# ---- usb_tx_serializer_flat ----
Fig. 1: usb_tx_serializer_flat, register map, names as in the netlist
Scale bar: 20 um.
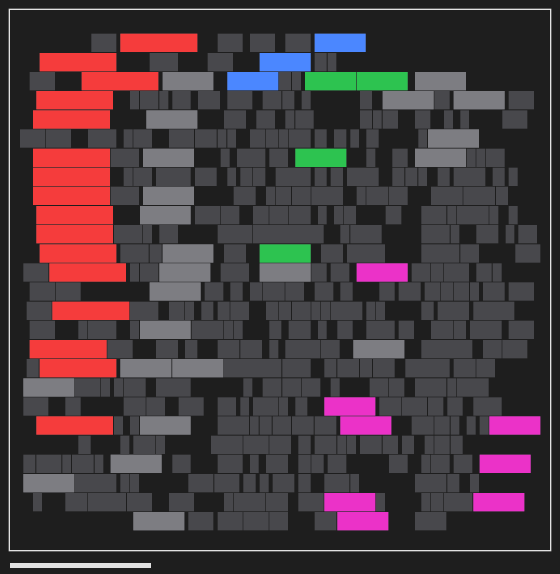

--- src/rtl/usb_pkg.sv ---
// Shared encodings and constants for the USB transmit bit path.
package usb_pkg;

  typedef enum logic [2:0] {
    CMD_SYNC = 3'd0,
    CMD_PID  = 3'd1,
    CMD_ZERO = 3'd2,
    CMD_PASS = 3'd3
  } cmd_type_e;

  typedef enum logic [1:0] {
    ST_IDLE,
    ST_SHIFT,
    ST_STUFF,
    ST_WAIT
  } tx_state_e;

  localparam logic [3:0] PID_ACK = 4'b0010;
  localparam logic [3:0] PID_NAK = 4'b1010;
  localparam logic [3:0] PID_IN  = 4'b1001;

  localparam int unsigned STUFF_THRESH = 6;

  // PID byte as sent on the wire: check nibble in the upper half.
  function automatic logic [7:0] pid_byte(input logic [3:0] pid);
    return {~pid, pid};
  endfunction

endpackage

--- src/rtl/usb_tx_serializer_if.sv ---
// Command, staging-data and serial-output signals of the transmit serializer.
interface usb_tx_serializer_if #(
  parameter int unsigned DATA_WIDTH = 8,
  parameter int unsigned LEN_WIDTH  = 8
);
  logic                  cmd_valid;
  logic                  cmd_ready;
  logic [2:0]            cmd_type;
  logic [3:0]            cmd_pid;
  logic [LEN_WIDTH-1:0]  cmd_len;
  logic [DATA_WIDTH-1:0] data_in;
  logic                  data_valid;
  logic                  data_ready;
  logic                  bit_out;
  logic                  bit_val;
  logic                  bit_last;
  logic                  underrun;
  logic                  busy;

  modport master (
    output cmd_valid, cmd_type, cmd_pid, cmd_len, data_in, data_valid,
    input  cmd_ready, data_ready, bit_out, bit_val, bit_last, underrun, busy
  );

  modport slave (
    input  cmd_valid, cmd_type, cmd_pid, cmd_len, data_in, data_valid,
    output cmd_ready, data_ready, bit_out, bit_val, bit_last, underrun, busy
  );
endinterface

--- src/rtl/usb_stage_fifo.sv ---
// Synchronous ring buffer staging pass-through words; show-ahead read port.
module usb_stage_fifo #(
  parameter int unsigned DATA_WIDTH  = 8,
  parameter int unsigned STAGE_DEPTH = 2
) (
  input  logic                  clk,
  input  logic                  rst,
  input  logic                  wr_en,
  input  logic [DATA_WIDTH-1:0] wr_data,
  input  logic                  rd_en,
  output logic [DATA_WIDTH-1:0] rd_data,
  output logic                  full,
  output logic                  empty
);
  localparam int unsigned AW = $clog2(STAGE_DEPTH);
  localparam logic [AW:0] PTR_ONE = (AW+1)'(1);

  logic [DATA_WIDTH-1:0] mem [STAGE_DEPTH];
  logic [AW:0]           wr_ptr, rd_ptr;
  logic                  do_wr, do_rd;

  // Extra pointer bit distinguishes full from empty when the indices match.
  assign empty = (wr_ptr == rd_ptr);
  assign full  = (wr_ptr[AW] != rd_ptr[AW]) && (wr_ptr[AW-1:0] == rd_ptr[AW-1:0]);
  assign do_wr = wr_en && !full;
  assign do_rd = rd_en && !empty;
  assign rd_data = mem[rd_ptr[AW-1:0]];

  always_ff @(posedge clk) begin
    if (do_wr) begin
      mem[wr_ptr[AW-1:0]] <= wr_data;
    end
  end

  always_ff @(posedge clk) begin
    if (rst) begin
      wr_ptr <= '0;
      rd_ptr <= '0;
    end else begin
      if (do_wr) wr_ptr <= wr_ptr + PTR_ONE;
      if (do_rd) rd_ptr <= rd_ptr + PTR_ONE;
    end
  end

endmodule

--- src/rtl/usb_tx_serializer.sv ---
// Command-driven LSB-first bit serializer with optional USB bit stuffing.
module usb_tx_serializer
  import usb_pkg::*;
#(
  parameter int unsigned DATA_WIDTH  = 8,
  parameter int unsigned STAGE_DEPTH = 2,
  parameter int unsigned LEN_WIDTH   = 8,
  parameter int unsigned SYNC_BITS   = 8,
  parameter int unsigned ZERO_BITS   = 16,
  parameter bit          STUFF_EN    = 1'b1
) (
  input logic clk,
  input logic rst,
  usb_tx_serializer_if.slave bus
);
  localparam int unsigned SH_W     = (DATA_WIDTH > 8) ? DATA_WIDTH : 8;
  localparam int unsigned MAX_A    = (SH_W > SYNC_BITS) ? SH_W : SYNC_BITS;
  localparam int unsigned MAX_BITS = (MAX_A > ZERO_BITS) ? MAX_A : ZERO_BITS;
  localparam int unsigned BC_W     = $clog2(MAX_BITS);
  localparam logic [BC_W-1:0] SYNC_LAST = BC_W'(SYNC_BITS - 1);
  localparam logic [BC_W-1:0] ZERO_LAST = BC_W'(ZERO_BITS - 1);
  localparam logic [BC_W-1:0] WORD_LAST = BC_W'(DATA_WIDTH - 1);

  tx_state_e             state, state_n;
  cmd_type_e             kind, kind_n;
  logic [SH_W-1:0]       shreg, shreg_n;
  logic [BC_W-1:0]       bits_left, bits_left_n;
  logic [LEN_WIDTH-1:0]  words_left, words_left_n;
  logic [2:0]            ones, ones_n, ones_base, ones_new;
  logic                  stuff_pend, stuff_pend_n;
  logic                  bit_q, val_q, last_q, underrun_q;
  logic                  bit_n, val_n, last_n, underrun_n;
  logic                  fifo_pop, fifo_full, fifo_empty;
  logic [DATA_WIDTH-1:0] fifo_rd;
  logic                  final_cur, cmd_ready_c;
  logic                  start, advance, load_word, load_bit, stuff;
  logic [7:0]            pid_bits;

  usb_stage_fifo #(
    .DATA_WIDTH (DATA_WIDTH),
    .STAGE_DEPTH(STAGE_DEPTH)
  ) u_fifo (
    .clk    (clk),
    .rst    (rst),
    .wr_en  (bus.data_valid),
    .wr_data(bus.data_in),
    .rd_en  (fifo_pop),
    .rd_data(fifo_rd),
    .full   (fifo_full),
    .empty  (fifo_empty)
  );

  // Counters describe the bit on bit_out: no bits or words remain after it.
  assign final_cur   = (bits_left == '0) && (words_left == '0);
  assign cmd_ready_c = (state == ST_IDLE) || ((state == ST_SHIFT) && final_cur && !stuff_pend);

  assign bus.cmd_ready  = cmd_ready_c;
  assign bus.data_ready = !fifo_full;
  assign bus.busy       = (state != ST_IDLE);
  assign bus.bit_out    = bit_q;
  assign bus.bit_val    = val_q;
  assign bus.bit_last   = last_q;
  assign bus.underrun   = underrun_q;

  always_comb begin
    state_n      = state;
    kind_n       = kind;
    shreg_n      = shreg;
    bits_left_n  = bits_left;
    words_left_n = words_left;
    ones_n       = '0;
    ones_base    = ones;
    ones_new     = '0;
    stuff_pend_n = 1'b0;
    stuff        = 1'b0;
    bit_n        = 1'b0;
    val_n        = 1'b0;
    last_n       = 1'b0;
    underrun_n   = 1'b0;
    fifo_pop     = 1'b0;
    start        = 1'b0;
    advance      = 1'b0;
    load_word    = 1'b0;
    load_bit     = 1'b0;
    pid_bits     = pid_byte(bus.cmd_pid);

    case (state)
      ST_IDLE:  start = bus.cmd_valid;
      ST_WAIT:  load_word = !fifo_empty;
      ST_SHIFT: begin
        if (stuff_pend) begin
          state_n = ST_STUFF;
          val_n   = 1'b1;
          last_n  = final_cur;
        end else if (final_cur) begin
          start   = bus.cmd_valid;
          state_n = ST_IDLE;
        end else begin
          advance = 1'b1;
        end
      end
      ST_STUFF: begin
        if (final_cur) state_n = ST_IDLE;
        else           advance = 1'b1;
      end
      default: state_n = ST_IDLE;
    endcase

    if (start) begin
      words_left_n = '0;
      case (bus.cmd_type)
        CMD_SYNC: begin
          kind_n      = CMD_SYNC;
          shreg_n     = '0;
          bits_left_n = SYNC_LAST;
          bit_n       = (SYNC_BITS == 1);
          ones_base   = '0;
          load_bit    = 1'b1;
        end
        CMD_PID: begin
          kind_n      = CMD_PID;
          shreg_n     = SH_W'(pid_bits[7:1]);
          bits_left_n = BC_W'(7);
          bit_n       = pid_bits[0];
          load_bit    = 1'b1;
        end
        CMD_ZERO: begin
          kind_n      = CMD_ZERO;
          shreg_n     = '0;
          bits_left_n = ZERO_LAST;
          load_bit    = 1'b1;
        end
        CMD_PASS: begin
          kind_n = CMD_PASS;
          if (bus.cmd_len != '0) begin
            words_left_n = bus.cmd_len - LEN_WIDTH'(1);
            if (fifo_empty) state_n   = ST_WAIT;
            else            load_word = 1'b1;
          end else begin
            state_n = ST_IDLE;
          end
        end
        default: state_n = ST_IDLE;
      endcase
    end

    // Word boundary mid-PASS: pull the next word, or abort if none is staged.
    if (advance) begin
      if (bits_left == '0) begin
        if (fifo_empty) begin
          underrun_n = 1'b1;
          state_n    = ST_IDLE;
        end else begin
          load_word    = 1'b1;
          words_left_n = words_left - LEN_WIDTH'(1);
        end
      end else begin
        bits_left_n = bits_left - BC_W'(1);
        shreg_n     = shreg >> 1;
        bit_n       = (kind == CMD_SYNC) ? (bits_left == BC_W'(1)) : shreg[0];
        load_bit    = 1'b1;
      end
    end

    if (load_word) begin
      fifo_pop    = 1'b1;
      shreg_n     = SH_W'(fifo_rd >> 1);
      bits_left_n = WORD_LAST;
      bit_n       = fifo_rd[0];
      load_bit    = 1'b1;
    end

    // Stuff decision is made as the bit is loaded so bit_last can skip it.
    if (load_bit) begin
      state_n      = ST_SHIFT;
      val_n        = 1'b1;
      ones_new     = bit_n ? (ones_base + 3'd1) : 3'd0;
      stuff        = STUFF_EN && (kind_n != CMD_SYNC) && (ones_new == 3'(STUFF_THRESH));
      ones_n       = STUFF_EN ? ones_new : 3'd0;
      stuff_pend_n = stuff;
      last_n       = (bits_left_n == '0) && (words_left_n == '0) && !stuff;
    end
  end

  always_ff @(posedge clk) begin
    if (rst) begin
      state      <= ST_IDLE;
      kind       <= CMD_SYNC;
      shreg      <= '0;
      bits_left  <= '0;
      words_left <= '0;
      ones       <= '0;
      stuff_pend <= 1'b0;
      bit_q      <= 1'b0;
      val_q      <= 1'b0;
      last_q     <= 1'b0;
      underrun_q <= 1'b0;
    end else begin
      state      <= state_n;
      kind       <= kind_n;
      shreg      <= shreg_n;
      bits_left  <= bits_left_n;
      words_left <= words_left_n;
      ones       <= ones_n;
      stuff_pend <= stuff_pend_n;
      bit_q      <= bit_n;
      val_q      <= val_n;
      last_q     <= last_n;
      underrun_q <= underrun_n;
    end
  end

endmodule

--- src/flat_wrapper.sv ---
// flat-port wrapper written by rule: the top's interface ports become plain ports
module usb_tx_serializer_flat import usb_pkg::*;
#(
  parameter int unsigned DATA_WIDTH  = 8,
  parameter int unsigned STAGE_DEPTH = 2,
  parameter int unsigned LEN_WIDTH   = 8,
  parameter int unsigned SYNC_BITS   = 8,
  parameter int unsigned ZERO_BITS   = 16,
  parameter bit          STUFF_EN    = 1'b1
)
  (clk, rst, bus_cmd_valid, bus_cmd_type, bus_cmd_pid, bus_cmd_len, bus_data_in, bus_data_valid, bus_cmd_ready, bus_data_ready, bus_bit_out, bus_bit_val, bus_bit_last, bus_underrun, bus_busy);
  usb_tx_serializer_if #(.DATA_WIDTH(DATA_WIDTH), .LEN_WIDTH(LEN_WIDTH)) bus_i ();
  input logic clk;
  input logic rst;
  input wire logic [$bits(bus_i.cmd_valid)-1:0] bus_cmd_valid;
  input wire logic [$bits(bus_i.cmd_type)-1:0] bus_cmd_type;
  input wire logic [$bits(bus_i.cmd_pid)-1:0] bus_cmd_pid;
  input wire logic [$bits(bus_i.cmd_len)-1:0] bus_cmd_len;
  input wire logic [$bits(bus_i.data_in)-1:0] bus_data_in;
  input wire logic [$bits(bus_i.data_valid)-1:0] bus_data_valid;
  output wire logic [$bits(bus_i.cmd_ready)-1:0] bus_cmd_ready;
  output wire logic [$bits(bus_i.data_ready)-1:0] bus_data_ready;
  output wire logic [$bits(bus_i.bit_out)-1:0] bus_bit_out;
  output wire logic [$bits(bus_i.bit_val)-1:0] bus_bit_val;
  output wire logic [$bits(bus_i.bit_last)-1:0] bus_bit_last;
  output wire logic [$bits(bus_i.underrun)-1:0] bus_underrun;
  output wire logic [$bits(bus_i.busy)-1:0] bus_busy;
  assign bus_i.cmd_valid = bus_cmd_valid;
  assign bus_i.cmd_type = bus_cmd_type;
  assign bus_i.cmd_pid = bus_cmd_pid;
  assign bus_i.cmd_len = bus_cmd_len;
  assign bus_i.data_in = bus_data_in;
  assign bus_i.data_valid = bus_data_valid;
  assign bus_cmd_ready = bus_i.cmd_ready;
  assign bus_data_ready = bus_i.data_ready;
  assign bus_bit_out = bus_i.bit_out;
  assign bus_bit_val = bus_i.bit_val;
  assign bus_bit_last = bus_i.bit_last;
  assign bus_underrun = bus_i.underrun;
  assign bus_busy = bus_i.busy;
  usb_tx_serializer #(.DATA_WIDTH(DATA_WIDTH), .STAGE_DEPTH(STAGE_DEPTH), .LEN_WIDTH(LEN_WIDTH), .SYNC_BITS(SYNC_BITS), .ZERO_BITS(ZERO_BITS), .STUFF_EN(STUFF_EN)) u_core (.clk(clk), .rst(rst), .bus(bus_i));
endmodule
--- config.mk ---
export PLATFORM = sky130hd
export DESIGN_NAME = usb_tx_serializer_flat
export DESIGN_NICKNAME = d
export VERILOG_FILES = /design/src/rtl/usb_pkg.sv /design/src/rtl/usb_tx_serializer_if.sv /design/src/rtl/usb_stage_fifo.sv /design/src/rtl/usb_tx_serializer.sv /design/src/flat_wrapper.sv
export SDC_FILE = /design/constraint.sdc
export NUM_CORES = 1
export LEC_CHECK = 0
export CAP_MARGIN = 20
export CORE_UTILIZATION = 57
export DETAILED_ROUTE_END_ITERATION = 8
export GPL_ROUTABILITY_DRIVEN = 0
export PLACE_DENSITY = 0.8
export SLEW_MARGIN = 30
export SYNTH_ARGS = -nofsm -noshare
export SYNTH_HDL_FRONTEND = slang
export SYNTH_HIERARCHICAL = 1
export SYNTH_SLANG_ARGS = --single-unit
export TNS_END_PERCENT = 10
--- constraint.sdc ---
create_clock -name clk -period 3.8 [get_ports clk]
set_input_delay 1.14 -clock clk [delete_from_list [all_inputs] [get_ports clk]]
set_output_delay 1.14 -clock clk [all_outputs]
set_load 0.05 [all_outputs]
# ---- pc_gen_flat ----
==> src/rtl/pc_gen_pkg.sv <==
// Shared encodings for the pc_gen fetch-stage program counter:
// next-PC operation classes, branch compare modes and sequencer states.
package pc_gen_pkg;

  localparam int NPC_OP_W = 3;
  localparam int BR_OP_W  = 3;

  typedef enum logic [NPC_OP_W-1:0] {
    PLUS4  = 3'd0,
    BRANCH = 3'd1,
    JUMP   = 3'd2,
    JR     = 3'd3,
    ERET   = 3'd4
  } npc_op_e;

  typedef enum logic [BR_OP_W-1:0] {
    BEQ  = 3'd0,
    BNE  = 3'd1,
    BLEZ = 3'd2,
    BGTZ = 3'd3,
    BLTZ = 3'd4,
    BGEZ = 3'd5
  } br_op_e;

  typedef enum logic {
    SEQ   = 1'b0,
    DSLOT = 1'b1
  } pc_state_e;

endpackage

==> src/rtl/pc_gen_if.sv <==
// Control/operand bundle between the decode side (master) and pc_gen (slave).
interface pc_gen_if #(
  parameter int WIDTH = 32
);
  import pc_gen_pkg::*;

  logic                stall;
  logic [NPC_OP_W-1:0] op;
  logic [BR_OP_W-1:0]  br_op;
  logic [WIDTH-1:0]    rs;
  logic [WIDTH-1:0]    rt;
  logic [25:0]         imm26;
  logic                exc_req;
  logic [WIDTH-1:0]    pc;
  logic [WIDTH-1:0]    npc;
  logic [WIDTH-1:0]    laddr;
  logic                taken;
  logic [WIDTH-1:0]    epc;
  logic                bd;

  modport master (
    output stall, op, br_op, rs, rt, imm26, exc_req,
    input  pc, npc, laddr, taken, epc, bd
  );

  modport slave (
    input  stall, op, br_op, rs, rt, imm26, exc_req,
    output pc, npc, laddr, taken, epc, bd
  );

endinterface

==> src/rtl/pc_gen_br_cmp_n.sv <==
// br_cmp_n: combinational branch condition evaluator; sign-based modes
// test rs against zero as a two's-complement value.
module br_cmp_n
  import pc_gen_pkg::*;
#(
  parameter int WIDTH = 32
) (
  input  logic [BR_OP_W-1:0] br_op,
  input  logic [WIDTH-1:0]   rs,
  input  logic [WIDTH-1:0]   rt,
  output logic               taken
);

  logic rs_neg;
  logic rs_zero;

  always_comb begin
    rs_neg  = rs[WIDTH-1];
    rs_zero = (rs == '0);
    taken   = 1'b0;
    case (br_op)
      BEQ:     taken = (rs == rt);
      BNE:     taken = (rs != rt);
      BLEZ:    taken = rs_neg | rs_zero;
      BGTZ:    taken = ~rs_neg & ~rs_zero;
      BLTZ:    taken = rs_neg;
      BGEZ:    taken = ~rs_neg;
      default: taken = 1'b0;
    endcase
  end

endmodule

==> src/rtl/pc_gen.sv <==
// pc_gen: MIPS fetch-stage PC register with branch/jump/JR/exception/ERET sources.
// Define PC_GEN_DELAY_SLOT_EN to build with a one-instruction branch delay slot.
module pc_gen
  import pc_gen_pkg::*;
#(
  parameter int          WIDTH    = 32,
  parameter logic [31:0] RESET_PC = 32'h0000_3000,
  parameter logic [31:0] EXC_VEC  = 32'h0000_4180
) (
  input  logic    clk,
  input  logic    rst_n,
  pc_gen_if.slave bus
);

  localparam logic [WIDTH-1:0] RESET_PC_W = WIDTH'(RESET_PC);
  localparam logic [WIDTH-1:0] EXC_VEC_W  = WIDTH'(EXC_VEC);
  localparam logic [WIDTH-1:0] FOUR       = WIDTH'(4);

  logic [WIDTH-1:0] pc_q, pc_d;
  logic [WIDTH-1:0] epc_q, epc_d;
  logic [WIDTH-1:0] pc_plus4, br_target, j_target, xfer_target;
  logic [WIDTH-1:0] npc_c;
  logic             taken_c;
  logic             cmp_taken;
  logic             xfer_taken;

  br_cmp_n #(.WIDTH(WIDTH)) u_br_cmp (
    .br_op (bus.br_op),
    .rs    (bus.rs),
    .rt    (bus.rt),
    .taken (cmp_taken)
  );

  always_comb begin : target_sel
    pc_plus4    = pc_q + FOUR;
    br_target   = pc_plus4 + {{(WIDTH-18){bus.imm26[15]}}, bus.imm26[15:0], 2'b00};
    j_target    = {pc_q[WIDTH-1:28], bus.imm26, 2'b00};
    xfer_taken  = 1'b0;
    xfer_target = pc_plus4;
    case (bus.op)
      BRANCH: begin
        xfer_taken  = cmp_taken;
        xfer_target = br_target;
      end
      JUMP: begin
        xfer_taken  = 1'b1;
        xfer_target = j_target;
      end
      JR: begin
        xfer_taken  = 1'b1;
        xfer_target = bus.rs;
      end
      ERET: begin
        xfer_taken  = 1'b1;
        xfer_target = epc_q;
      end
      default: ;
    endcase
  end

`ifdef PC_GEN_DELAY_SLOT_EN
  pc_state_e        state_q, state_d;
  logic [WIDTH-1:0] pend_q, pend_d;
  logic             bd_q, bd_d;

  // A redirect in SEQ parks its target and lets the slot instruction issue first.
  always_comb begin : next_state
    state_d = state_q;
    pc_d    = pc_q;
    epc_d   = epc_q;
    bd_d    = bd_q;
    pend_d  = pend_q;
    taken_c = 1'b0;
    npc_c   = pc_plus4;
    if (state_q == DSLOT) begin
      npc_c = pend_q;
    end else begin
      taken_c = xfer_taken;
    end

    if (bus.exc_req) begin
      pc_d    = EXC_VEC_W;
      state_d = SEQ;
      if (state_q == DSLOT) begin
        epc_d = pc_q - FOUR;
        bd_d  = 1'b1;
      end else begin
        epc_d = pc_q;
        bd_d  = 1'b0;
      end
    end else if (!bus.stall) begin
      pc_d = npc_c;
      if (state_q == DSLOT) begin
        state_d = SEQ;
      end else begin
        if (xfer_taken) begin
          pend_d  = xfer_target;
          state_d = DSLOT;
        end
        if (bus.op == ERET) begin
          bd_d = 1'b0;
        end
      end
    end
  end

  always_ff @(posedge clk or negedge rst_n) begin : slot_regs
    if (!rst_n) begin
      state_q <= SEQ;
      pend_q  <= '0;
      bd_q    <= 1'b0;
    end else begin
      state_q <= state_d;
      pend_q  <= pend_d;
      bd_q    <= bd_d;
    end
  end

  assign bus.laddr = pc_q + WIDTH'(8);
  assign bus.bd    = bd_q;
`else
  always_comb begin : next_pc
    pc_d    = pc_q;
    epc_d   = epc_q;
    taken_c = xfer_taken;
    npc_c   = xfer_taken ? xfer_target : pc_plus4;
    if (bus.exc_req) begin
      pc_d  = EXC_VEC_W;
      epc_d = pc_q;
    end else if (!bus.stall) begin
      pc_d = npc_c;
    end
  end

  assign bus.laddr = pc_plus4;
  assign bus.bd    = 1'b0;
`endif

  always_ff @(posedge clk or negedge rst_n) begin : pc_regs
    if (!rst_n) begin
      pc_q  <= RESET_PC_W;
      epc_q <= '0;
    end else begin
      pc_q  <= pc_d;
      epc_q <= epc_d;
    end
  end

  assign bus.pc    = pc_q;
  assign bus.npc   = npc_c;
  assign bus.taken = taken_c;
  assign bus.epc   = epc_q;

endmodule

==> src/flat_wrapper.sv <==
// flat-port wrapper written by rule: the top's interface ports become plain ports
module pc_gen_flat import pc_gen_pkg::*;
#(
  parameter int          WIDTH    = 32,
  parameter logic [31:0] RESET_PC = 32'h0000_3000,
  parameter logic [31:0] EXC_VEC  = 32'h0000_4180
)
  (clk, rst_n, bus_stall, bus_op, bus_br_op, bus_rs, bus_rt, bus_imm26, bus_exc_req, bus_pc, bus_npc, bus_laddr, bus_taken, bus_epc, bus_bd);
  pc_gen_if #(.WIDTH(WIDTH)) bus_i ();
  input  logic clk;
  input  logic rst_n;
  input wire logic [$bits(bus_i.stall)-1:0] bus_stall;
  input wire logic [$bits(bus_i.op)-1:0] bus_op;
  input wire logic [$bits(bus_i.br_op)-1:0] bus_br_op;
  input wire logic [$bits(bus_i.rs)-1:0] bus_rs;
  input wire logic [$bits(bus_i.rt)-1:0] bus_rt;
  input wire logic [$bits(bus_i.imm26)-1:0] bus_imm26;
  input wire logic [$bits(bus_i.exc_req)-1:0] bus_exc_req;
  output wire logic [$bits(bus_i.pc)-1:0] bus_pc;
  output wire logic [$bits(bus_i.npc)-1:0] bus_npc;
  output wire logic [$bits(bus_i.laddr)-1:0] bus_laddr;
  output wire logic [$bits(bus_i.taken)-1:0] bus_taken;
  output wire logic [$bits(bus_i.epc)-1:0] bus_epc;
  output wire logic [$bits(bus_i.bd)-1:0] bus_bd;
  assign bus_i.stall = bus_stall;
  assign bus_i.op = bus_op;
  assign bus_i.br_op = bus_br_op;
  assign bus_i.rs = bus_rs;
  assign bus_i.rt = bus_rt;
  assign bus_i.imm26 = bus_imm26;
  assign bus_i.exc_req = bus_exc_req;
  assign bus_pc = bus_i.pc;
  assign bus_npc = bus_i.npc;
  assign bus_laddr = bus_i.laddr;
  assign bus_taken = bus_i.taken;
  assign bus_epc = bus_i.epc;
  assign bus_bd = bus_i.bd;
  pc_gen #(.WIDTH(WIDTH), .RESET_PC(RESET_PC), .EXC_VEC(EXC_VEC)) u_core (.clk(clk), .rst_n(rst_n), .bus(bus_i));
endmodule
==> config.mk <==
export PLATFORM = sky130hd
export DESIGN_NAME = pc_gen_flat
export DESIGN_NICKNAME = d
export VERILOG_FILES = /design/src/rtl/pc_gen_pkg.sv /design/src/rtl/pc_gen_if.sv /design/src/rtl/pc_gen_br_cmp_n.sv /design/src/rtl/pc_gen.sv /design/src/flat_wrapper.sv
export SDC_FILE = /design/constraint.sdc
export NUM_CORES = 1
export LEC_CHECK = 0
export ABC_AREA = 1
export CAP_MARGIN = 20
export CORE_UTILIZATION = 49
export CTS_CLUSTER_SIZE = 16
export DETAILED_ROUTE_END_ITERATION = 8
export PLACE_DENSITY = 0.93
export SYNTH_ARGS = -nofsm -noshare
export SYNTH_HDL_FRONTEND = slang
export SYNTH_SLANG_ARGS = --single-unit
==> constraint.sdc <==
create_clock -name clk -period 5.15 [get_ports clk]
set_clock_uncertainty 0.2 [all_clocks]
set_input_delay 0.7725 -clock clk [delete_from_list [all_inputs] [get_ports clk]]
set_output_delay 0.7725 -clock clk [all_outputs]
set_load 0.1 [all_outputs]

==> gallery <==
Track usage over the die.
shot_01.png
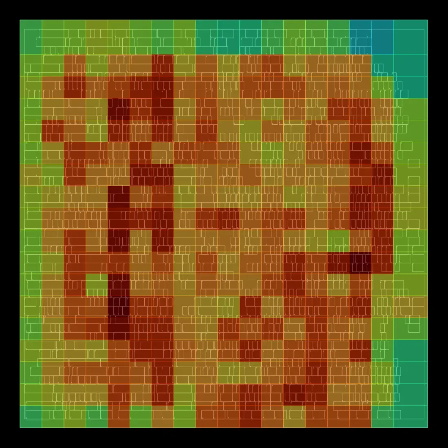
shot_02.png
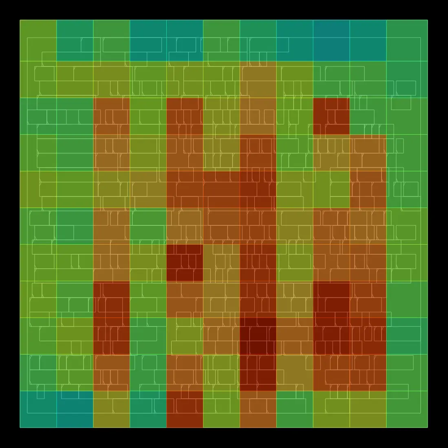
usb_tx_serializer_flat is shot_02.png.
pc_gen_flat is shot_01.png.
Of these, highest track usage: shot_01.png

Fig. 2: usb_tx_serializer_flat, zoomed window
Scale bar: 10 um. Window x 7 to 32, y 7 to 32 um. Cells in grey, sequential cells in the stronger grey; small squares are vias.
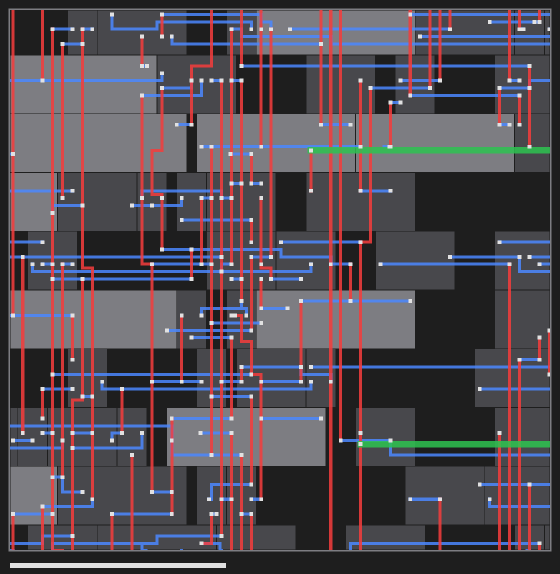
green -> M3
red -> M2
blue -> M1
cells with their middle in the window = 45
sequential cells in the window = 8
most frequent = nand2_1 (5), dfxtp_1 (5), nor2_1 (5)
netlist names of flops here include = `u_core/u_fifo/mem` (3), `u_core/ones` (2)

## Picture notes: Fig. 1
red -> `u_core/u_fifo/mem`  # sequential cells 16
magenta -> `u_core/words_left`  # sequential cells 8
green -> `u_core/bits_left`  # sequential cells 4, where top middle
blue -> `u_core/kind`  # sequential cells 3
not coloured = 23
Util after Layout: 70.57%
Seq. cell area: 1241 um2
sequential share of cell area: 33.58%

==> results.yml, usb_tx_serializer_flat <==
# yosys + openroad results
global_routing:
  grt.total_usage_pct: 24.93
  grtUsageMet1_pct: 31.00
  antenna_found_initial: 0
  grt.busiest_layer: "met2"
timing:
  setup_tns_ns: 0
  fin_crit_sh_pct: 93.81
  skew_ns: 0.005716
final_layout:
  final_common_cell: "dfxtp_1"
  comb_share_pct: 48.88
  fillers: 430
clock_network:
  ctsResizeCount: 0
  cts_sinks: 54
synth:
  async_flop_share_pct: 0
  ys_sh_mux_pct: 4.478
  ys_seq_share_pct: 38.96
pwr:
  swShare_pct: 31.32
  power.density_nw_per_um2: 351.0
  power_w: 0.001297
  p_seq_share_pct: 50.2
  ir_drop_mv: 0.2746
routing:
  drtPass1Iterations: 5
  dr_wl_met3_um: 300
  vias_per_cell: 6.154
  dr_wl_met2_mm: 3.617
floorplanning:
  fp.dieArea_um2: 5891
outcome:
  status: "complete, no violations"
critical_path:
  cpPeakStageDelay_ns: 0.53
  cp.required_ns: 2.66
  crit_slowest_cell: "or3b_2"
place:
  postPlaceCellArea_um2: 3598
Fig. 3: pc_gen_flat, port wiring
Scale bar: 50 um.
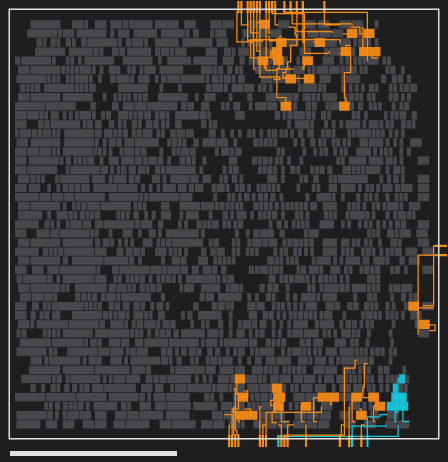
orange -> `bus_rt`  # bits 32, direction input, edge 16 top, 14 bottom, 2 right, end cells 32, buffers 32, wire 749 um
cyan -> `bus_br_op`  # bits 3, direction input, edge bottom, end cells 9, buffers 3, wire 105 um

Fig. 4: pc_gen_flat, the metal 3 layer
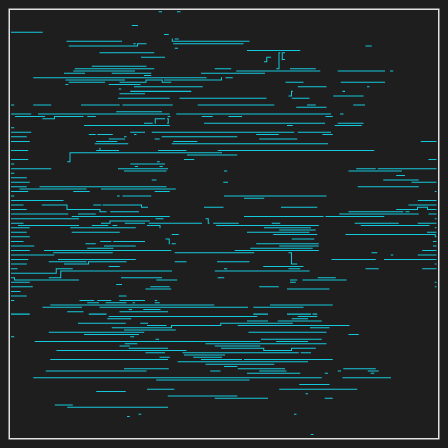
longest straight run = 86.0 um
share of all routed wire = 12%
routed via count: 9785
GR Util met3: 7.012%
total wire length: 33.02 mm

==> results.yml, pc_gen_flat <==
# yosys + openroad results
final_layout:
  syn_to_final_growth_pct: 42.22
  nNonClkBuffers: 247
  biggestCellCategory: "combinational gates"
  flops: 64
outcome:
  status: "complete, no violations"
critical_path:
  crit_start: "u_core.bus.pc[20]$_DFFE_PN0P_"
  worstPathMaxFanout: 8
  cp.required_ns: 4.18
  cp-start-kind: "register"
synth:
  area_leaders: "nand2_1 23%, dfrtp_1 20%, inv_1 11%, nand3_1 7.2%, ha_1 5.9%"
  yosys.area_share.xor_xnor_pct: 5.625
  yosys.area_share.simple_pct: 44.33
  fa_ha_area_share_pct: 6.204
  yosys-stat-cells: 1337
  logic_family: "simple AND/OR/NAND/NOR gates"
  avgSynthCellArea_um2: 5.823
  largest_area_cell: "nand2_1"
timing:
  worst_pin_slew_ns: 1.085
  fin_crit_sh_pct: 97.54
  drv_slew: 0
pwr:
  power_w: 0.002713
  combPwrFrac_pct: 55.3
  p_clk_share_pct: 23.2
routing:
  vias_per_cell: 5.522
floorplanning:
  taps: 211
global_routing:
  grt_pass1_vias: 9153
  grtUsageMet1_pct: 56.48
clock_network:
  ctsResizeCount: 1
place:
  io_buffers: 228

# ---- lc3b_mem_arbiter ----
Fig. 5: lc3b_mem_arbiter, register map, names as in the netlist
Scale bar: 100 um.
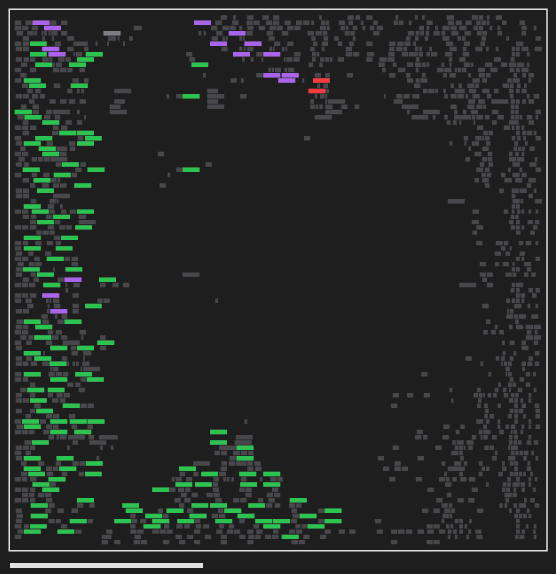

==> config.mk <==
export PLATFORM = sky130hd
export DESIGN_NAME = lc3b_mem_arbiter
export DESIGN_NICKNAME = d
export VERILOG_FILES = /design/src/rtl/lc3b_types.sv /design/src/rtl/lc3b_mem_arbiter.sv
export SDC_FILE = /design/constraint.sdc
export NUM_CORES = 1
export LEC_CHECK = 0
export ABC_CLOCK_PERIOD_IN_PS = 2100
export CAP_MARGIN = 10
export CORE_AREA = 2 2 276 278
export DETAILED_ROUTE_END_ITERATION = 8
export DIE_AREA = 0 0 278 280
export GPL_TIMING_DRIVEN = 0
export PLACE_DENSITY = 0.46
export SLEW_MARGIN = 20
export SYNTH_ARGS = -nofsm -noshare
export SYNTH_HDL_FRONTEND = slang
export SYNTH_SLANG_ARGS = --single-unit
export TNS_END_PERCENT = 10
==> constraint.sdc <==
create_clock -name clk -period 2.1 [get_ports clk]
set_clock_uncertainty 0.2 [all_clocks]
set_input_delay 0.525 -clock clk [delete_from_list [all_inputs] [get_ports clk]]
set_output_delay 0.525 -clock clk [all_outputs]
set_load 0.02 [all_outputs]
==> src/rtl/lc3b_types.sv <==
// Shared LC-3b types: line/word widths and the arbiter's state and memory-op encodings.
package lc3b_types;

    localparam int unsigned LC3B_ADDR_W = 16;
    localparam int unsigned LC3B_LINE_W = 128;

    typedef logic [LC3B_ADDR_W-1:0] lc3b_word;
    typedef logic [LC3B_LINE_W-1:0] lc3b_c_line;

    typedef enum logic [1:0] {IDLE, SERVE_I, SERVE_D} lc3b_arb_state;
    typedef enum logic {OP_READ, OP_WRITE} lc3b_mem_op;

endpackage

==> src/rtl/lc3b_mem_arbiter.sv <==
// I-cache / D-cache arbiter onto the single physical-memory port, one line transaction at a time.
// Define LC3B_ARB_RR_EN for round-robin tie-breaking; otherwise the D-cache always wins a tie.
module lc3b_mem_arbiter
    import lc3b_types::*;
#(
    parameter int unsigned ADDR_W = $bits(lc3b_word),
    parameter int unsigned LINE_W = $bits(lc3b_c_line)
) (
    input  logic              clk,
    input  logic              rst_n,
    input  logic              i_mem_read,
    input  logic [ADDR_W-1:0] i_mem_address,
    output logic [LINE_W-1:0] i_mem_rdata,
    output logic              i_mem_resp,
    input  logic              d_mem_read,
    input  logic              d_mem_write,
    input  logic [ADDR_W-1:0] d_mem_address,
    input  logic [LINE_W-1:0] d_mem_wdata,
    output logic [LINE_W-1:0] d_mem_rdata,
    output logic              d_mem_resp,
    output logic              pmem_read,
    output logic              pmem_write,
    output logic [ADDR_W-1:0] pmem_address,
    output logic [LINE_W-1:0] pmem_wdata,
    input  logic [LINE_W-1:0] pmem_rdata,
    input  logic              pmem_resp,
    output logic              arb_busy
);

    lc3b_arb_state     r_state;
    lc3b_mem_op        r_op;
    logic [ADDR_W-1:0] r_addr;
    logic [LINE_W-1:0] r_wdata;

    logic w_d_req;
    logic w_prefer_d;
    logic w_grant_d;
    logic w_grant_i;

`ifdef LC3B_ARB_RR_EN
    // Set when the most recent grant went to the I-cache; reset value hands the first tie to D.
    logic r_last_i;

    always_ff @(posedge clk or negedge rst_n) begin
        if (!rst_n) begin
            r_last_i <= 1'b1;
        end else if (r_state == IDLE && (w_grant_d || w_grant_i)) begin
            r_last_i <= w_grant_i;
        end
    end
`endif

    always_comb begin
        w_d_req = d_mem_read | d_mem_write;
`ifdef LC3B_ARB_RR_EN
        w_prefer_d = r_last_i;
`else
        w_prefer_d = 1'b1;
`endif
        w_grant_d = w_d_req & (~i_mem_read | w_prefer_d);
        w_grant_i = i_mem_read & ~w_grant_d;
    end

    always_ff @(posedge clk or negedge rst_n) begin
        if (!rst_n) begin
            r_state <= IDLE;
            r_op    <= OP_READ;
            r_addr  <= '0;
            r_wdata <= '0;
        end else begin
            unique case (r_state)
                IDLE: begin
                    if (w_grant_d) begin
                        r_state <= SERVE_D;
                        // A simultaneous read and write-back from D resolves to the write.
                        r_op    <= d_mem_write ? OP_WRITE : OP_READ;
                        r_addr  <= d_mem_address;
                        r_wdata <= d_mem_wdata;
                    end else if (w_grant_i) begin
                        r_state <= SERVE_I;
                        r_op    <= OP_READ;
                        r_addr  <= i_mem_address;
                        r_wdata <= '0;
                    end
                end
                SERVE_I, SERVE_D: begin
                    if (pmem_resp) begin
                        r_state <= IDLE;
                    end
                end
                default: r_state <= IDLE;
            endcase
        end
    end

    assign arb_busy     = (r_state != IDLE);
    assign pmem_read    = arb_busy && (r_op == OP_READ);
    assign pmem_write   = arb_busy && (r_op == OP_WRITE);
    assign pmem_address = r_addr;
    assign pmem_wdata   = r_wdata;

    assign i_mem_resp  = (r_state == SERVE_I) && pmem_resp;
    assign d_mem_resp  = (r_state == SERVE_D) && pmem_resp;
    assign i_mem_rdata = i_mem_resp ? pmem_rdata : '0;
    assign d_mem_rdata = d_mem_resp ? pmem_rdata : '0;

endmodule
# ---- adder_tree_stream ----
<file path="src/rtl/adder_tree_pkg.sv">
// Shared sizing and level-to-stage helpers for the streaming adder tree.
package adder_tree_pkg;

  function automatic int sum_width(input int data_w, input int length);
    return data_w + $clog2(length);
  endfunction

  // A single addend still passes through one (trivial) level.
  function automatic int tree_levels(input int length);
    return (length > 1) ? $clog2(length) : 1;
  endfunction

  // Tree level after which pipeline stage k registers: ceil(k*levels/stages).
  function automatic int stage_level(input int k, input int levels, input int stages);
    return (k * levels + stages - 1) / stages;
  endfunction

  // Number of partial sums alive after `level` pairwise reductions.
  function automatic int level_count(input int length, input int level);
    int n;
    n = length;
    for (int l = 0; l < level; l++) n = (n + 1) / 2;
    return n;
  endfunction

endpackage

</file>
<file path="src/rtl/adder_tree_stage.sv">
// One pipeline register of the adder tree: valid bit, partial sums and tag,
// loading whenever it is empty or its downstream neighbour loads.
module adder_tree_stage #(
  parameter int N  = 1,
  parameter int W  = 8,
  parameter int TW = 4
) (
  input  logic                clk,
  input  logic                reset_n,
  input  logic                valid_i,
  input  logic [N-1:0][W-1:0] data_i,
  input  logic [TW-1:0]       tag_i,
  input  logic                down_load_i,
  output logic                load_o,
  output logic                valid_o,
  output logic [N-1:0][W-1:0] data_o,
  output logic [TW-1:0]       tag_o
);

  logic                valid_q, valid_d;
  logic [N-1:0][W-1:0] data_q, data_d;
  logic [TW-1:0]       tag_q, tag_d;

  assign load_o = !valid_q || down_load_i;

  // NOTE: every variable gets its hold value first, so no path through this block can infer a latch.
  always_comb begin
    valid_d = valid_q;
    data_d  = data_q;
    tag_d   = tag_q;
    if (load_o) begin
      valid_d = valid_i;
      if (valid_i) begin
        data_d = data_i;
        tag_d  = tag_i;
      end
    end
  end

  // NOTE: data and tag are reset too (not just valid) because out_sum/out_tag must read 0 during reset.
  always_ff @(posedge clk or negedge reset_n) begin
    if (!reset_n) begin
      valid_q <= 1'b0;
      data_q  <= '0;
      tag_q   <= '0;
    end else begin
      valid_q <= valid_d;
      data_q  <= data_d;
      tag_q   <= tag_d;
    end
  end

  assign valid_o = valid_q;
  assign data_o  = data_q;
  assign tag_o   = tag_q;

endmodule

</file>
<file path="src/rtl/adder_tree_stream.sv">
// Pipelined, back-pressured masked adder tree: sums LENGTH addends per vector
// with a tag carried alongside, one vector per cycle when unstalled.
module adder_tree_stream
  import adder_tree_pkg::*;
#(
  parameter int DATA_WIDTH = 8,
  parameter int LENGTH     = 16,
  parameter int SIGNED     = 0,
  parameter int STAGES     = tree_levels(LENGTH),
  parameter int TAG_WIDTH  = 4,
  localparam int OUT_WIDTH = sum_width(DATA_WIDTH, LENGTH)
) (
  input  logic                  clk,
  input  logic                  reset_n,
  input  logic                  in_valid,
  output logic                  in_ready,
  input  logic [DATA_WIDTH-1:0] in_addends [LENGTH],
  input  logic [LENGTH-1:0]     in_mask,
  input  logic [TAG_WIDTH-1:0]  in_tag,
  output logic                  out_valid,
  input  logic                  out_ready,
  output logic [OUT_WIDTH-1:0]  out_sum,
  output logic [TAG_WIDTH-1:0]  out_tag
);

  localparam int LEVELS = tree_levels(LENGTH);

  typedef logic [LENGTH-1:0][OUT_WIDTH-1:0] vec_t;

  vec_t in_ext;

  // Extend to full sum width up front so every adder is exact; masked lanes become zero.
  always_comb begin
    in_ext = '0;
    for (int i = 0; i < LENGTH; i++) begin
      if (in_mask[i]) begin
        if (SIGNED != 0) in_ext[i] = OUT_WIDTH'($signed(in_addends[i]));
        else             in_ext[i] = OUT_WIDTH'(in_addends[i]);
      end
    end
  end

  for (genvar k = 1; k <= STAGES; k++) begin : g_stage
    localparam int LVL_LO = stage_level(k - 1, LEVELS, STAGES);
    localparam int LVL_HI = stage_level(k, LEVELS, STAGES);
    localparam int N_LO   = level_count(LENGTH, LVL_LO);
    localparam int N_HI   = level_count(LENGTH, LVL_HI);

    logic [N_LO-1:0][OUT_WIDTH-1:0] src_data;
    logic [N_HI-1:0][OUT_WIDTH-1:0] red_data, data_q;
    logic                           src_valid, down_load, load, valid_q;
    logic [TAG_WIDTH-1:0]           src_tag, tag_q;

    if (k == 1) begin : g_head
      assign src_data  = in_ext;
      assign src_valid = in_valid;
      assign src_tag   = in_tag;
    end else begin : g_body
      assign src_data  = g_stage[k-1].data_q;
      assign src_valid = g_stage[k-1].valid_q;
      assign src_tag   = g_stage[k-1].tag_q;
    end

    if (k == STAGES) begin : g_tail
      assign down_load = out_ready;
    end else begin : g_mid
      assign down_load = g_stage[k+1].load;
    end

    // Pairs (2j, 2j+1) fold into slot j; an odd last element lands alone and passes through.
    always_comb begin
      vec_t work, nxt;
      work = '0;
      nxt  = '0;
      work[N_LO-1:0] = src_data;
      for (int l = LVL_LO; l < LVL_HI; l++) begin
        nxt = '0;
        for (int i = 0; i < LENGTH; i++) nxt[i/2] = nxt[i/2] + work[i];
        work = nxt;
      end
      red_data = work[N_HI-1:0];
    end

    adder_tree_stage #(
      .N  (N_HI),
      .W  (OUT_WIDTH),
      .TW (TAG_WIDTH)
    ) u_stage (
      .clk         (clk),
      .reset_n     (reset_n),
      .valid_i     (src_valid),
      .data_i      (red_data),
      .tag_i       (src_tag),
      .down_load_i (down_load),
      .load_o      (load),
      .valid_o     (valid_q),
      .data_o      (data_q),
      .tag_o       (tag_q)
    );
  end

  // Held low while reset is asserted, even though the empty stage 1 would otherwise load.
  assign in_ready  = reset_n && g_stage[1].load;
  assign out_valid = g_stage[STAGES].valid_q;
  assign out_sum   = g_stage[STAGES].data_q[0];
  assign out_tag   = g_stage[STAGES].tag_q;

endmodule
</file>
<file path="config.mk">
export PLATFORM = sky130hd
export DESIGN_NAME = adder_tree_stream
export DESIGN_NICKNAME = d
export VERILOG_FILES = /design/src/rtl/adder_tree_pkg.sv /design/src/rtl/adder_tree_stage.sv /design/src/rtl/adder_tree_stream.sv
export SDC_FILE = /design/constraint.sdc
export NUM_CORES = 1
export LEC_CHECK = 0
export ABC_AREA = 0
export CAP_MARGIN = 20
export CORE_MARGIN = 2
export CORE_UTILIZATION = 50
export CTS_BUF_LIST = sky130_fd_sc_hd__clkbuf_4 sky130_fd_sc_hd__clkbuf_8
export CTS_CLUSTER_SIZE = 24
export DETAILED_ROUTE_END_ITERATION = 10
export PLACE_DENSITY = 0.77
export REMOVE_ABC_BUFFERS = 1
export SLEW_MARGIN = 25
export SYNTH_ARGS = -nofsm -noshare
export SYNTH_HDL_FRONTEND = slang
export SYNTH_SLANG_ARGS = --single-unit
</file>
<file path="constraint.sdc">
create_clock -name clk -period 1.7 [get_ports clk]
set_input_delay 0.255 -clock clk [delete_from_list [all_inputs] [get_ports clk]]
set_output_delay 0.255 -clock clk [all_outputs]
set_load 0.02 [all_outputs]
</file>
Fig. 6: adder_tree_stream, track usage over the die
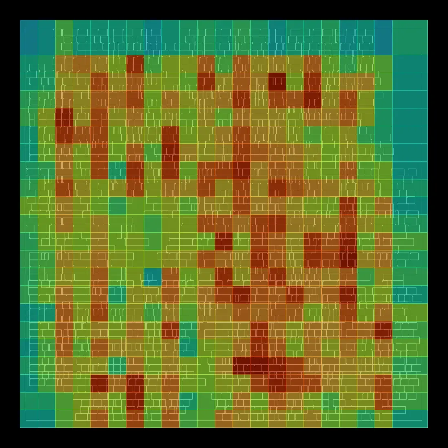
GR Util met3: 3.103%
grt peak-use layer: met2
met2 Use GR: 38.73%
M1 GR Usage: 31.38%

==> results.yml, adder_tree_stream <==
# yosys + openroad results
final_layout:
  largest_reg_flops: 146
  n_clock_buffer: 23
  comb_share_pct: 50.34
  seqAreaFraction_pct: 24.08
  biggestCellCategory: "combinational gates"
synth:
  synthCells: 1298
  ys_sh_mux_pct: 2.252
  largest_area_cell: "dfrtp_1"
  ys_warn_count: 0
  yosysUniqueCellTypes: 54
timing:
  rsz0062_at_grt: "true"
  setup_slack_ns: -0.2287
  worst_pin_slew_ns: 0.8248
  setup_viol_count_final: 30
outcome:
  status: "finished with violations"
  violations: "setup timing"
place:
  preCtsSetupSlack_ns: -0.8986
global_routing:
  grt_pass1_vias: 10434
pwr:
  p_comb_w: 0.0120
  ir_drop_mv: 0.6580
  netSwitchingPower_w: 0.008382
routing:
  wl_met1_mm: 13.68
  vias: 11052
floorplanning:
  initial_core_util_pct: 50.89
Fig. 7: lc3b_mem_arbiter, track usage over the die
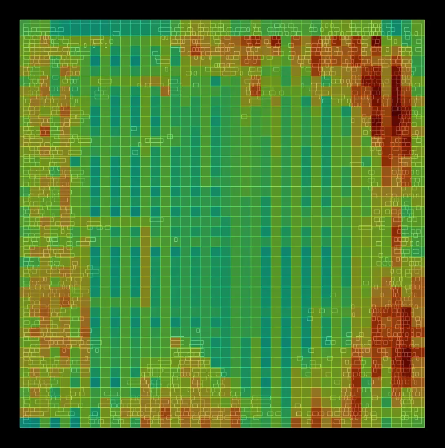
grt peak-use layer: met2
M1 GR Usage: 15.89%

## Picture notes: Fig. 5
purple -> `pmem_address`  # sequential cells 16
red -> `r_state`  # sequential cells 2
green -> `pmem_wdata`  # sequential cells 128
seq pwr: 0.00505 W
sequential share of cell area: 23.00%
Seq. cell area: 3679 um2

==> results.yml, lc3b_mem_arbiter <==
# yosys + openroad results
outcome:
  status: "finished with violations"
  violations: "setup timing"
floorplanning:
  fp.dieW_um: 278
worst_hold_path:
  hold_path_class: "reg2reg"
pwr:
  top_power_group: "combinational logic"
routing:
  wl_met1_mm: 22.28
  drcViolationCount: 0
timing:
  setup_viol_count_final: 550
  setup_slack_ns: -0.5636
synth:
  ys_warn_count: 0
  ys_seq_share_pct: 50.93
  netlist_area_um2: 7223
  synthTopCellsByCount: "256 x and3_1, 147 x dfrtp_1, 128 x a22o_1, 65 x clkbuf_1, 24 x buf_2"
global_routing:
  grt_max_degree: 78
final_layout:
  most-common-layout-cells: "435 x clkdlybuf4s50_1, 178 x and3_1, 147 x dfrtp_1, 128 x a22o_1, 99 x buf_4"
place:
  preCtsSetupSlack_ns: -1.499
critical_path:
  r2r-end: "pmem_wdata[76]$_DFFE_PN0P_"


==> layout pictures side by side <==
Gate-type map.
image #1
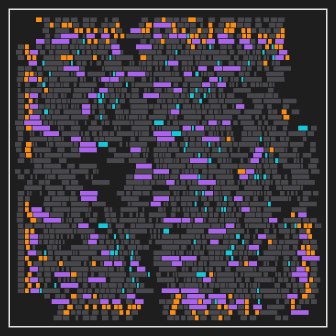
image #2
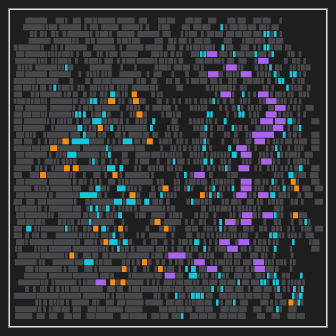
image #3
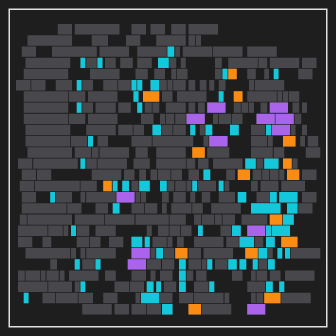
pc_gen_flat -> image #2
adder_tree_stream -> image #1
usb_tx_serializer_flat -> image #3
The one with the fewest cells is image #3.

Key to image #2:
orange -> and/or cells  # cells 30, most used and2_1
cyan -> nor cells  # cells 136, most used nor2_1, where all over the die
purple -> fa/ha/maj cells  # cells 38, most used ha_1, where a column on the right

Power figures rest on the tool's default switching activity, not on a simulated workload.
